==================== delta_controller_output_storer
==> delta_controller_output_storer/met1.png <==
Scale bar: 50 um.
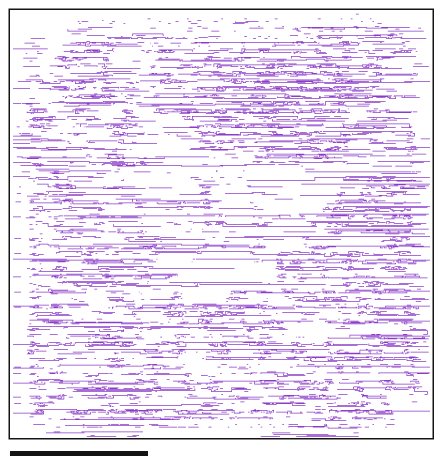

**src/rtl/delta_ctrl_pkg.sv**
```systemverilog
// Shared system constants and the output-storer state type.
// The system geometry (PU count, channel widths, tile step, feature limits) lives here.
// Storer-local widths are derived from that geometry.
package delta_ctrl_pkg;

    localparam int PU_NUM             = 4;
    localparam int OUTPUT_CHANNEL     = 4;
    localparam int BIN_LEN            = 8;
    localparam int OUT_BIN_LEN        = 16;
    localparam int OUTPUT_WIDTH       = 4;
    localparam int MAX_OUTPUT_CHANNEL = 64;
    localparam int MAX_FEATURE_SIZE   = 64;

    localparam int OC_W      = $clog2(MAX_OUTPUT_CHANNEL);
    localparam int ORC_W     = $clog2(MAX_FEATURE_SIZE);
    localparam int PU_IDX_W  = $clog2(PU_NUM + 1);
    localparam int PU_SEL_W  = (PU_NUM > 1) ? $clog2(PU_NUM) : 1;

    typedef enum logic [2:0] {
        IDLE,
        PU_CHECK,
        RD_OB,
        PACK,
        WR,
        PU_PLUS,
        OUTPUT_PLUS
    } out_state_t;

endpackage

```
**src/rtl/delta_out_quantizer.sv**
```systemverilog
// Per-lane narrowing of a signed accumulator value to a signed BIN_LEN code.
// Latency: purely combinational.
// Backpressure: none; DELTA_OUT_RELU_EN clamps negatives to zero before saturation.
module delta_out_quantizer
    import delta_ctrl_pkg::*;
(
    input  logic [OUT_BIN_LEN-1:0] din,
    output logic [BIN_LEN-1:0]     dout
);

    localparam logic signed [OUT_BIN_LEN-1:0] Q_MAX = OUT_BIN_LEN'((1 << (BIN_LEN - 1)) - 1);
    localparam logic signed [OUT_BIN_LEN-1:0] Q_MIN = OUT_BIN_LEN'(-(1 << (BIN_LEN - 1)));

    logic signed [OUT_BIN_LEN-1:0] v;

    always_comb begin
        v = $signed(din);
`ifdef DELTA_OUT_RELU_EN
        if (v[OUT_BIN_LEN-1]) begin
            v = '0;
        end
`endif
        if (v > Q_MAX) begin
            dout = Q_MAX[BIN_LEN-1:0];
        end else if (v < Q_MIN) begin
            dout = Q_MIN[BIN_LEN-1:0];
        end else begin
            dout = v[BIN_LEN-1:0];
        end
    end

endmodule

```
**src/rtl/delta_controller_output_storer.sv**
```systemverilog
// Drains one output tile from the PU output buffers to DRAM, one packed 32-bit word per PU.
// Latency: PU_NUM*5+3 cycles start-to-finished when each write is accepted after one cycle.
// Backpressure: WR holds request, address and data until DRAM_WriteDone; optional DELTA_OUT_RELU_EN.
module delta_controller_output_storer
    import delta_ctrl_pkg::*;
#(
    parameter int LANES       = 4,
    parameter int ADDR_STRIDE = 4
) (
    input  logic                                                  clock,
    input  logic                                                  reset,
    input  logic                                                  start,
    input  logic [OC_W-1:0]                                       OC_Num,
    input  logic [ORC_W-1:0]                                      ORC_Size,
    input  logic [31:0]                                           output_start_address,
    input  logic [PU_NUM-1:0][OUTPUT_CHANNEL-1:0][OUT_BIN_LEN-1:0] OB_rdata,
    output logic [PU_NUM-1:0][OUTPUT_CHANNEL-1:0]                 OB_r_enable,
    output logic                                                  DRAM_Write,
    output logic [31:0]                                           DRAM_Address,
    output logic [31:0]                                           DRAM_WriteData,
    input  logic                                                  DRAM_WriteDone,
    output logic                                                  finished
);

    localparam logic [PU_IDX_W-1:0] PU_DONE  = PU_IDX_W'(PU_NUM);
    localparam logic [ORC_W-1:0]    TILE_STEP = ORC_W'(OUTPUT_WIDTH);

    out_state_t               state;
    out_state_t               state_nxt;
    logic [PU_IDX_W-1:0]      pu_idx;
    logic [PU_SEL_W-1:0]      pu_sel;
    logic [ORC_W-1:0]         output_r;
    logic [ORC_W-1:0]         output_c;
    logic [OC_W-1:0]          oc_num_q;
    logic [31:0]              data_q;
    logic [31:0]              packed_word;
    logic [LANES-1:0][BIN_LEN-1:0] q_lane;
    logic                     unused_oc;

    assign pu_sel         = pu_idx[PU_SEL_W-1:0];
    assign DRAM_WriteData = data_q;
    // Channel count is held for the surrounding controller; nothing here consumes it.
    assign unused_oc      = ^oc_num_q;

    for (genvar g = 0; g < LANES; g++) begin : g_lane
        delta_out_quantizer u_quant (
            .din  (OB_rdata[pu_sel][g]),
            .dout (q_lane[g])
        );
    end

    always_comb begin
        packed_word = '0;
        for (int i = 0; i < LANES; i++) begin
            packed_word[i*BIN_LEN +: BIN_LEN] = q_lane[i];
        end
    end

    always_ff @(posedge clock or posedge reset) begin
        if (reset) begin
            state <= IDLE;
        end else begin
            state <= state_nxt;
        end
    end

    always_comb begin
        state_nxt   = state;
        OB_r_enable = '0;
        DRAM_Write  = 1'b0;
        finished    = 1'b0;
        case (state)
            IDLE: begin
                if (start) begin
                    state_nxt = PU_CHECK;
                end
            end
            PU_CHECK: begin
                state_nxt = (pu_idx == PU_DONE) ? OUTPUT_PLUS : RD_OB;
            end
            RD_OB: begin
                OB_r_enable[pu_sel] = '1;
                state_nxt           = PACK;
            end
            PACK: begin
                state_nxt = WR;
            end
            WR: begin
                DRAM_Write = 1'b1;
                if (DRAM_WriteDone) begin
                    state_nxt = PU_PLUS;
                end
            end
            PU_PLUS: begin
                state_nxt = PU_CHECK;
            end
            OUTPUT_PLUS: begin
                finished  = 1'b1;
                state_nxt = IDLE;
            end
            default: begin
                state_nxt = IDLE;
            end
        endcase
    end

    always_ff @(posedge clock or posedge reset) begin
        if (reset) begin
            pu_idx       <= '0;
            output_r     <= '0;
            output_c     <= '0;
            oc_num_q     <= '0;
            data_q       <= '0;
            DRAM_Address <= '0;
        end else begin
            case (state)
                IDLE: begin
                    if (start) begin
                        oc_num_q <= OC_Num;
                        // Only the first tile of a frame rebases; later tiles append.
                        if (output_r == '0 && output_c == '0) begin
                            DRAM_Address <= output_start_address;
                        end
                    end
                end
                PACK: begin
                    data_q <= packed_word;
                end
                PU_PLUS: begin
                    DRAM_Address <= DRAM_Address + 32'(ADDR_STRIDE);
                    pu_idx       <= pu_idx + 1'b1;
                end
                OUTPUT_PLUS: begin
                    pu_idx <= '0;
                    if (output_c >= ORC_Size) begin
                        output_c <= '0;
                        if (output_r >= ORC_Size) begin
                            output_r <= '0;
                        end else begin
                            output_r <= output_r + TILE_STEP;
                        end
                    end else begin
                        output_c <= output_c + TILE_STEP;
                    end
                end
                default: begin
                end
            endcase
        end
    end

endmodule

```
**config.mk**
```make
export PLATFORM = sky130hd
export DESIGN_NAME = delta_controller_output_storer
export DESIGN_NICKNAME = d
export VERILOG_FILES = /design/src/rtl/delta_ctrl_pkg.sv /design/src/rtl/delta_out_quantizer.sv /design/src/rtl/delta_controller_output_storer.sv
export SDC_FILE = /design/constraint.sdc
export NUM_CORES = 1
export LEC_CHECK = 0
export ABC_AREA = 1
export CAP_MARGIN = 10
export CORE_AREA = 2 2 151 153
export DETAILED_ROUTE_END_ITERATION = 7
export DIE_AREA = 0 0 153 155
export PLACE_DENSITY_LB_ADDON = 0.08
export RECOVER_POWER = 25
export SLEW_MARGIN = 20
export SYNTH_ARGS = -nofsm -noshare
export SYNTH_HDL_FRONTEND = slang
export SYNTH_SLANG_ARGS = --single-unit
```
**constraint.sdc**
```tcl
create_clock -name clock -period 3.4 [get_ports clock]
set_clock_uncertainty 0.15 [all_clocks]
set_input_delay 0.34 -clock clock [delete_from_list [all_inputs] [get_ports clock]]
set_output_delay 0.34 -clock clock [all_outputs]
set_load 0.01 [all_outputs]
```
==================== wb_slave_buffer
[config.mk]
export PLATFORM = sky130hd
export DESIGN_NAME = wb_slave_buffer
export DESIGN_NICKNAME = d
export VERILOG_FILES = /design/src/rtl/wb_slave_buffer.sv
export SDC_FILE = /design/constraint.sdc
export NUM_CORES = 1
export LEC_CHECK = 0
export ABC_AREA = 1
export CAP_MARGIN = 40
export CORE_ASPECT_RATIO = 1.75
export CORE_MARGIN = 1.5
export CORE_UTILIZATION = 25
export DETAILED_ROUTE_END_ITERATION = 7
export HOLD_SLACK_MARGIN = 0.02
export PLACE_DENSITY = 0.59
export SLEW_MARGIN = 20
export SYNTH_ARGS = -nofsm -noshare
export SYNTH_HDL_FRONTEND = slang
export SYNTH_SLANG_ARGS = --single-unit
[constraint.sdc]
create_clock -name i_clk -period 5.31 [get_ports i_clk]
set_input_delay 1.062 -clock i_clk [delete_from_list [all_inputs] [get_ports i_clk]]
set_output_delay 1.062 -clock i_clk [all_outputs]
set_load 0.01 [all_outputs]
[src/rtl/wb_slave_buffer.sv]
// Registered Wishbone classic buffer between one crossbar slave port and a peripheral.
// Every output is a flop; a hung slave is cut off with an error after TIMEOUT cycles.
module wb_slave_buffer #(
  parameter int AW      = 32,
  parameter int DW      = 32,
  parameter int SW      = DW / 8,
  parameter int TIMEOUT = 255
) (
  input  logic          i_clk,
  input  logic          i_reset,
  input  logic          i_cyc,
  input  logic          i_stb,
  input  logic          i_we,
  input  logic [AW-1:0] i_addr,
  input  logic [DW-1:0] i_data,
  input  logic [SW-1:0] i_sel,
  output logic          o_ack,
  output logic [DW-1:0] o_data,
  output logic          o_err,
  output logic          o_scyc,
  output logic          o_sstb,
  output logic          o_swe,
  output logic [AW-1:0] o_saddr,
  output logic [DW-1:0] o_sdata,
  output logic [SW-1:0] o_ssel,
  input  logic          i_sack,
  input  logic [DW-1:0] i_sdata,
  input  logic          i_serr,
  output logic          o_timeout
);

  localparam int TW      = $clog2(TIMEOUT + 1);
  // TIMEOUT=0 would give a zero-width counter; keep one bit so the logic stays legal.
  localparam int CW      = (TW > 0) ? TW : 1;
  localparam int TO_LAST = (TIMEOUT > 0) ? TIMEOUT - 1 : 0;

  typedef enum logic [1:0] {
    S_IDLE = 2'd0,
    S_REQ  = 2'd1,
    S_RESP = 2'd2
  } state_t;

  state_t        r_state, w_state_next;
  logic [CW-1:0] r_cnt, w_cnt_next;
  logic          r_scyc, w_scyc_next;
  logic          r_sstb, w_sstb_next;
  logic          r_swe, w_swe_next;
  logic [AW-1:0] r_saddr, w_saddr_next;
  logic [DW-1:0] r_sdata, w_sdata_next;
  logic [SW-1:0] r_ssel, w_ssel_next;
  logic          r_ack, w_ack_next;
  logic          r_err, w_err_next;
  logic [DW-1:0] r_data, w_data_next;
  logic          r_timeout, w_timeout_next;

  logic          w_timeout_hit;
  logic [CW-1:0] w_cnt_inc;

  assign w_timeout_hit = (TIMEOUT != 0) && (r_cnt == CW'(TO_LAST));
  // Saturating increment: the counter never wraps even with the timeout disabled.
  assign w_cnt_inc     = (r_cnt == {CW{1'b1}}) ? r_cnt : r_cnt + 1'b1;

  always_ff @(posedge i_clk or posedge i_reset) begin
    if (i_reset) begin
      r_state   <= S_IDLE;
      r_cnt     <= '0;
      r_scyc    <= 1'b0;
      r_sstb    <= 1'b0;
      r_swe     <= 1'b0;
      r_saddr   <= '0;
      r_sdata   <= '0;
      r_ssel    <= '0;
      r_ack     <= 1'b0;
      r_err     <= 1'b0;
      r_data    <= '0;
      r_timeout <= 1'b0;
    end else begin
      r_state   <= w_state_next;
      r_cnt     <= w_cnt_next;
      r_scyc    <= w_scyc_next;
      r_sstb    <= w_sstb_next;
      r_swe     <= w_swe_next;
      r_saddr   <= w_saddr_next;
      r_sdata   <= w_sdata_next;
      r_ssel    <= w_ssel_next;
      r_ack     <= w_ack_next;
      r_err     <= w_err_next;
      r_data    <= w_data_next;
      r_timeout <= w_timeout_next;
    end
  end

  always_comb begin
    w_state_next   = r_state;
    w_cnt_next     = r_cnt;
    w_scyc_next    = r_scyc;
    w_sstb_next    = r_sstb;
    w_swe_next     = r_swe;
    w_saddr_next   = r_saddr;
    w_sdata_next   = r_sdata;
    w_ssel_next    = r_ssel;
    w_data_next    = r_data;
    w_ack_next     = 1'b0;
    w_err_next     = 1'b0;
    w_timeout_next = 1'b0;

    case (r_state)
      S_IDLE: begin
        w_scyc_next = 1'b0;
        w_sstb_next = 1'b0;
        if (i_cyc && i_stb) begin
          w_swe_next   = i_we;
          w_saddr_next = i_addr;
          w_sdata_next = i_data;
          w_ssel_next  = i_sel;
          w_scyc_next  = 1'b1;
          w_sstb_next  = 1'b1;
          w_cnt_next   = '0;
          w_state_next = S_REQ;
        end
      end

      S_REQ: begin
        w_cnt_next = w_cnt_inc;
        // Abort beats any slave response; slave error beats ack; both beat the timeout.
        if (!i_cyc) begin
          w_scyc_next  = 1'b0;
          w_sstb_next  = 1'b0;
          w_state_next = S_IDLE;
        end else if (i_serr) begin
          w_scyc_next  = 1'b0;
          w_sstb_next  = 1'b0;
          w_err_next   = 1'b1;
          w_data_next  = '0;
          w_state_next = S_RESP;
        end else if (i_sack) begin
          w_scyc_next  = 1'b0;
          w_sstb_next  = 1'b0;
          w_ack_next   = 1'b1;
          w_data_next  = r_swe ? '0 : i_sdata;
          w_state_next = S_RESP;
        end else if (w_timeout_hit) begin
          w_scyc_next    = 1'b0;
          w_sstb_next    = 1'b0;
          w_err_next     = 1'b1;
          w_timeout_next = 1'b1;
          w_data_next    = '0;
          w_state_next   = S_RESP;
        end
      end

      S_RESP: begin
        w_state_next = S_IDLE;
      end

      default: begin
        w_scyc_next  = 1'b0;
        w_sstb_next  = 1'b0;
        w_state_next = S_IDLE;
      end
    endcase
  end

  assign o_scyc    = r_scyc;
  assign o_sstb    = r_sstb;
  assign o_swe     = r_swe;
  assign o_saddr   = r_saddr;
  assign o_sdata   = r_sdata;
  assign o_ssel    = r_ssel;
  assign o_ack     = r_ack;
  assign o_err     = r_err;
  assign o_data    = r_data;
  assign o_timeout = r_timeout;

endmodule

==================== hazard_ctrl
File: src/rtl/hazard_pkg.sv
// Shared types and constants for the 5-stage pipeline hazard controller.
// Forward-select encodings, FSM state type and the select-priority helper.
package hazard_pkg;

  localparam logic [1:0] FWD_RF = 2'b00;
  localparam logic [1:0] FWD_W  = 2'b01;
  localparam logic [1:0] FWD_M  = 2'b10;

  typedef enum logic {
    RUN  = 1'b0,
    MULT = 1'b1
  } state_t;

  // The M-stage value is younger than the W-stage value, so M wins.
  function automatic logic [1:0] fwd_pick(input logic hit_m, input logic hit_w);
    if (hit_m)      return FWD_M;
    else if (hit_w) return FWD_W;
    else            return FWD_RF;
  endfunction

endpackage

File: src/rtl/hazard_ctrl_fwd_sel.sv
// Forward selects for one E-stage operand bus: the primary destination
// forward and the matching base-writeback (index) forward.
module hazard_ctrl_fwd_sel
  import hazard_pkg::*;
(
  input  logic       match_m,
  input  logic       match_w,
  input  logic       match_m_index,
  input  logic       match_w_index,
  input  logic       reg_write_m,
  input  logic       reg_write_w,
  input  logic       write_back_m,
  input  logic       write_back_w,
  output logic [1:0] fwd,
  output logic [1:0] fwd_index
);

  assign fwd       = fwd_pick(match_m & reg_write_m, match_w & reg_write_w);
  assign fwd_index = fwd_pick(match_m_index & write_back_m,
                              match_w_index & write_back_w);

endmodule

File: src/rtl/hazard_ctrl.sv
// Hazard and sequencing controller for the F/D/E/M/W datapath: operand
// forwarding, stall/flush generation, multi-cycle multiply FSM, stall counter.
module hazard_ctrl
  import hazard_pkg::*;
#(
  parameter int MUL_CYCLES = 3,
  parameter int CNT_W      = 16
) (
  input  logic             clk,
  input  logic             reset,
  input  logic             Match_1E_M,
  input  logic             Match_1E_W,
  input  logic             Match_2E_M,
  input  logic             Match_2E_W,
  input  logic             Match_3E_M,
  input  logic             Match_3E_W,
  input  logic             Match_1E_M_Index,
  input  logic             Match_1E_W_Index,
  input  logic             Match_2E_M_Index,
  input  logic             Match_2E_W_Index,
  input  logic             Match_3E_M_Index,
  input  logic             Match_3E_W_Index,
  input  logic             Match_12D_E,
  input  logic             RegWriteM,
  input  logic             RegWriteW,
  input  logic             WriteBackM,
  input  logic             WriteBackW,
  input  logic             MemtoRegE,
  input  logic             RegWriteE,
  input  logic             PCSrcD,
  input  logic             PCSrcE,
  input  logic             PCSrcM,
  input  logic             PCSrcW,
  input  logic             BranchMissed,
  input  logic             MulOpE,
  output logic             StallF,
  output logic             StallD,
  output logic             StallE,
  output logic             FlushD,
  output logic             FlushE,
  output logic             FlushM,
  output logic [1:0]       ForwardAE,
  output logic [1:0]       ForwardBE,
  output logic [1:0]       ForwardCE,
  output logic [1:0]       ForwardAEIndex,
  output logic [1:0]       ForwardBEIndex,
  output logic [1:0]       ForwardCEIndex,
  output logic             MulBusy,
  output logic [CNT_W-1:0] StallCount
);

  // The first multiply cycle is spent in RUN, so MULT covers the rest.
  localparam logic [3:0] MUL_LOAD  = 4'(MUL_CYCLES - 1);
  localparam bit         MUL_MULTI = (MUL_CYCLES > 1);

  state_t     state;
  logic [3:0] cnt;
  logic       busy;
  logic       ldrstall;
  logic       pc_wr_pend;

  hazard_ctrl_fwd_sel u_fwd_a (
    .match_m       (Match_1E_M),
    .match_w       (Match_1E_W),
    .match_m_index (Match_1E_M_Index),
    .match_w_index (Match_1E_W_Index),
    .reg_write_m   (RegWriteM),
    .reg_write_w   (RegWriteW),
    .write_back_m  (WriteBackM),
    .write_back_w  (WriteBackW),
    .fwd           (ForwardAE),
    .fwd_index     (ForwardAEIndex)
  );

  hazard_ctrl_fwd_sel u_fwd_b (
    .match_m       (Match_2E_M),
    .match_w       (Match_2E_W),
    .match_m_index (Match_2E_M_Index),
    .match_w_index (Match_2E_W_Index),
    .reg_write_m   (RegWriteM),
    .reg_write_w   (RegWriteW),
    .write_back_m  (WriteBackM),
    .write_back_w  (WriteBackW),
    .fwd           (ForwardBE),
    .fwd_index     (ForwardBEIndex)
  );

  hazard_ctrl_fwd_sel u_fwd_c (
    .match_m       (Match_3E_M),
    .match_w       (Match_3E_W),
    .match_m_index (Match_3E_M_Index),
    .match_w_index (Match_3E_W_Index),
    .reg_write_m   (RegWriteM),
    .reg_write_w   (RegWriteW),
    .write_back_m  (WriteBackM),
    .write_back_w  (WriteBackW),
    .fwd           (ForwardCE),
    .fwd_index     (ForwardCEIndex)
  );

  assign ldrstall   = Match_12D_E & MemtoRegE & RegWriteE;
  assign pc_wr_pend = PCSrcD | PCSrcE | PCSrcM;
  assign busy       = (state == MULT);

  // While E is held the D-stage branch stays put, so its flush waits for RUN.
  assign StallF  = ldrstall | pc_wr_pend | busy;
  assign StallD  = ldrstall | busy;
  assign StallE  = busy;
  assign FlushM  = busy;
  assign FlushD  = (pc_wr_pend | PCSrcW | BranchMissed) & ~busy;
  assign FlushE  = ldrstall & ~busy;
  assign MulBusy = busy;

  // NOTE: sequential state uses non-blocking assignments so every register
  // samples pre-edge values regardless of statement order.
  always_ff @(posedge clk) begin
    if (reset) begin
      state <= RUN;
      cnt   <= '0;
    end else begin
      unique case (state)
        RUN: begin
          if (MulOpE && MUL_MULTI) begin
            state <= MULT;
            cnt   <= MUL_LOAD;
          end
        end
        MULT: begin
          cnt <= cnt - 4'd1;
          if (cnt == 4'd1) state <= RUN;
        end
        default: state <= RUN;
      endcase
    end
  end

  always_ff @(posedge clk) begin
    if (reset) begin
      StallCount <= '0;
    end else if (StallF && (StallCount != {CNT_W{1'b1}})) begin
      StallCount <= StallCount + 1'b1;
    end
  end

endmodule

File: config.mk
export PLATFORM = sky130hd
export DESIGN_NAME = hazard_ctrl
export DESIGN_NICKNAME = d
export VERILOG_FILES = /design/src/rtl/hazard_pkg.sv /design/src/rtl/hazard_ctrl_fwd_sel.sv /design/src/rtl/hazard_ctrl.sv
export SDC_FILE = /design/constraint.sdc
export NUM_CORES = 1
export LEC_CHECK = 0
export CELL_PAD_IN_SITES_DETAIL_PLACEMENT = 0
export CELL_PAD_IN_SITES_GLOBAL_PLACEMENT = 1
export CORE_ASPECT_RATIO = 0.5
export CORE_UTILIZATION = 29
export DETAILED_ROUTE_END_ITERATION = 8
export PLACE_DENSITY = 0.81
export SLEW_MARGIN = 20
export SYNTH_ARGS = -nofsm -noshare
export SYNTH_HDL_FRONTEND = slang
export SYNTH_SLANG_ARGS = --single-unit
File: constraint.sdc
create_clock -name clk -period 3.6 [get_ports clk]
set_input_delay 0.72 -clock clk [delete_from_list [all_inputs] [get_ports clk]]
set_output_delay 0.72 -clock clk [all_outputs]
set_load 0.005 [all_outputs]

==> layout pictures side by side <==
M2 wires.
shot_01.png
Scale bar: 20 um.
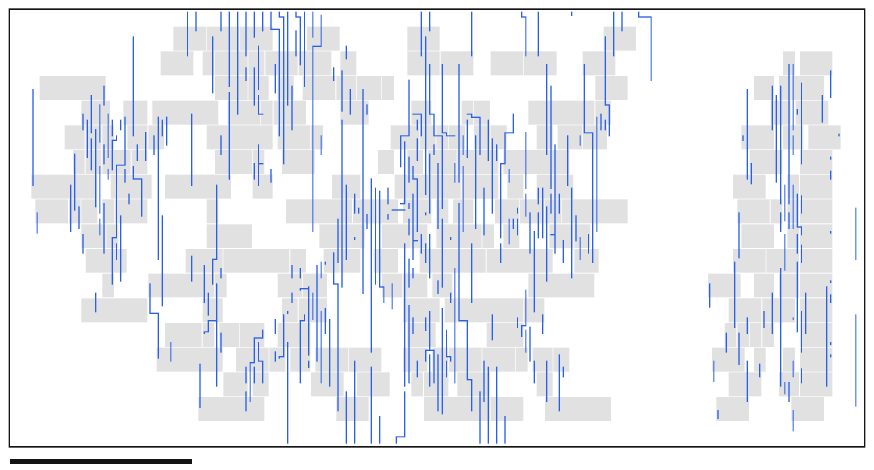
shot_02.png
Scale bar: 50 um.
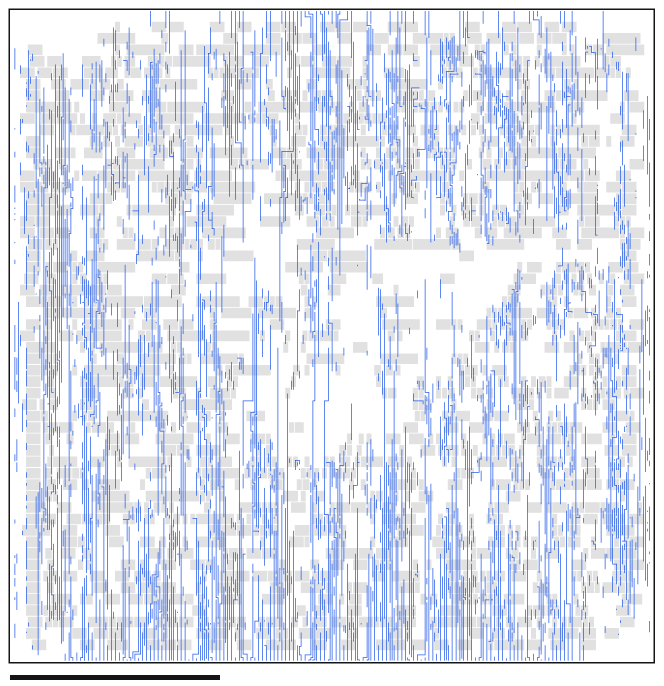
shot_03.png
Scale bar: 20 um.
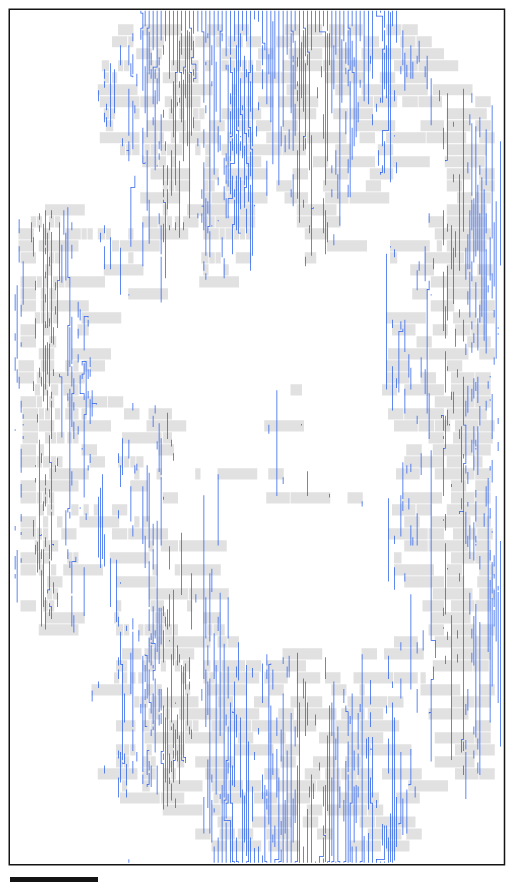
For delta_controller_output_storer, see shot_02.png.
For hazard_ctrl, see shot_01.png.
For wb_slave_buffer, see shot_03.png.
Of these, smallest die: shot_01.png

==> delta_controller_output_storer/final_congestion.png <==
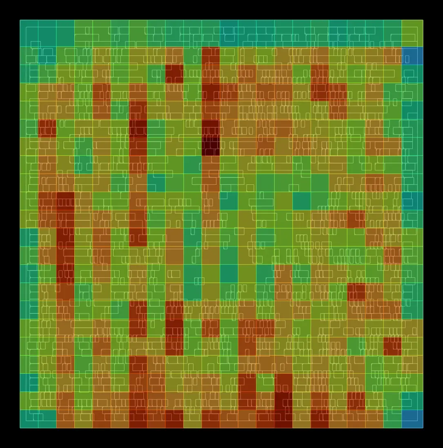
GRT Max-Usage Layer: met2
GR Util met2: 43.2%
GRT Resource Usage Total: 25.6%
met1 usage in global routing: 32.1%
wire per inst: 16.0 um

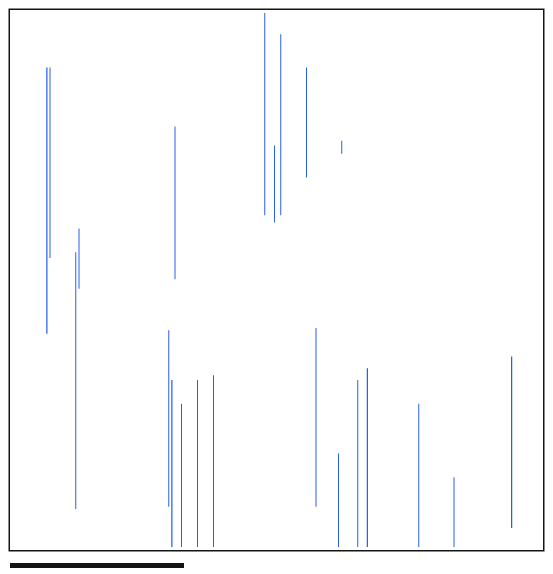
(delta_controller_output_storer/met4.png)
Scale bar: 50 um.
longest straight run	76.2 um
wire length on this layer	951 um
vias post-DR: 9465
drt total wl: 31000 um

About delta_controller_output_storer/met1.png:
share of all routed wire	43%
longest straight run	67.2 um
main direction	horizontal
nets with wire on the layer	1729

==> metrics.yaml, delta_controller_output_storer <==
status:
  status: "finished with violations"
  failed_checks: "capacitance limit, slew limit"
critical_path:
  critPathBufInv: 3
cells_and_area:
  area_growth_pct: 56.2
  drive_gt1_share_pct: 2.92
  n_antenna_cell: 2
die:
  dieArea_um2: 23700
  die.size.x_um: 153
  fp_util_pct: 33.7
timing:
  report.final.slew_viol_count: 36
  finalHoldViolations: 0
clock_tree:
  insertion_delay_ns: 0.34
power:
  p_clk_share_pct: 13.3
  power_sequential_mw: 1.84
hold_path:
  hold_class: "reg2reg"
synth:
  ys_ff: 78
run:
  drv_cap: 1
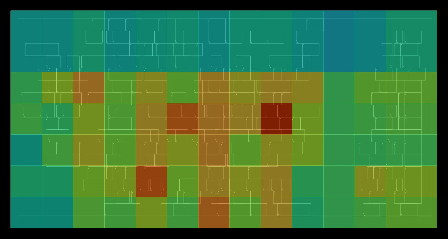
(hazard_ctrl/final_congestion.png)
GR Util met2: 26.9%
Util after Layout: 48.0%
wire per inst: 11.9 um
met1 usage in global routing: 15.4%

==> metrics.yaml, hazard_ctrl <==
cells_and_area:
  n_antenna_cell: 0
  top_register: "StallCount"
  seq_share_pct: 22.0
place:
  place_hpwl_um: 2380
power:
  powerDensity_nw_per_um2: 266
  seq_power_share_pct: 49.8
  power.total_mw: 0.507
  intPower_mw: 0.386
timing:
  fmax_mhz: 347
  layout_min_cycle_time_ns: 2.88
  finClkSkew_ns: 0.00541
synth:
  area_leaders: "dfxtp_1, a21oi_1, nor2_1"
  ys_top_logic_family: "simple AND/OR/NAND/NOR gates"
  top_cell: "dfxtp_1"
  yosysUniqueCellTypes: 37
  flop_cell: "dfxtp_1"
  synthAoiAreaFrac_pct: 17.3
critical_path:
  rrSetupSlack_ns: 1.56
  worstReg2RegStart: "StallCount[0]"
  path_depth: 5
drt:
  dr_wl_met2_um: 1450
  drc: 0
status:
  status: "completed"
clock_tree:
  numCtsBuffers: 3
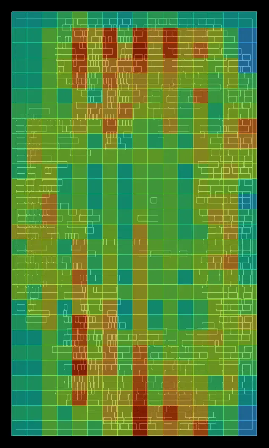
(wb_slave_buffer/final_congestion.png)
grt met3 use: 4.45%
Util after Layout: 39.5%
GR Util met2: 23.8%

==> metrics.yaml, wb_slave_buffer <==
critical_path:
  path_depth: 6
  cp-startpoint: "i_cyc"
  crit_path_end_kind: "flop"
die:
  die_h_um: 194
  die.size.x_um: 112
drt:
  top_layer_used: "met4"
  vias_per_cell: 4.20
cells_and_area:
  largest_class: "sequential cells"
  comb_area_share_pct: 24.3
  instances_no_fill: 929
global_route:
  use_met1_pct: 14.6
  antenna_found_initial: 0
hold_path:
  hold_class: "reg2reg"
synth:
  ys_cells: 455
  ys_top_logic_family: "multiplexers"
  ys_seq_share_pct: 55.5
  top_cell: "dfrtp_1"
clock_tree:
  path_clk_slew_ns: 0.05
  insertion_delay_ns: 0.42
  htree_levels: 4
  cts_root_buf: "clkbuf_16"
timing:
  worstMarginPinSlew_ns: 0.653
status:
  status: "completed"
power:
  p_sw_share_pct: 25.4


## Gallery

Met3 routing.
picture 1
Scale bar: 50 um.
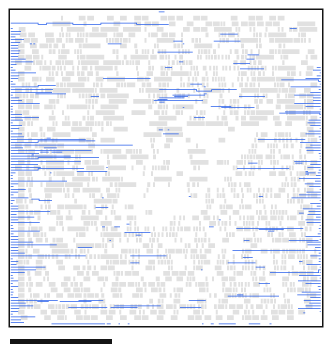
picture 2
Scale bar: 20 um.
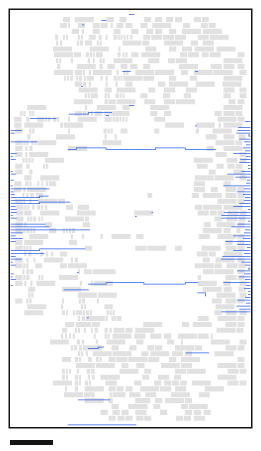
picture 3
Scale bar: 20 um.
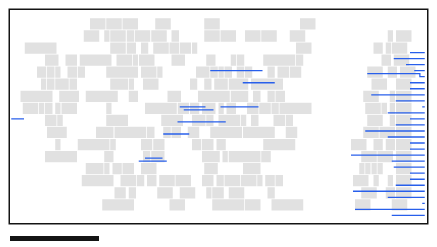
The one with the smallest die is picture 3.
hazard_ctrl: picture 3
wb_slave_buffer: picture 2
delta_controller_output_storer: picture 1

Key to picture 2:
share of all routed wire	6.0%
nets with wire on the layer	111
longest straight run	36.6 um
wire length on this layer	844 um
main direction	horizontal

No activity file was given, so power comes from the tool's default toggle rates.
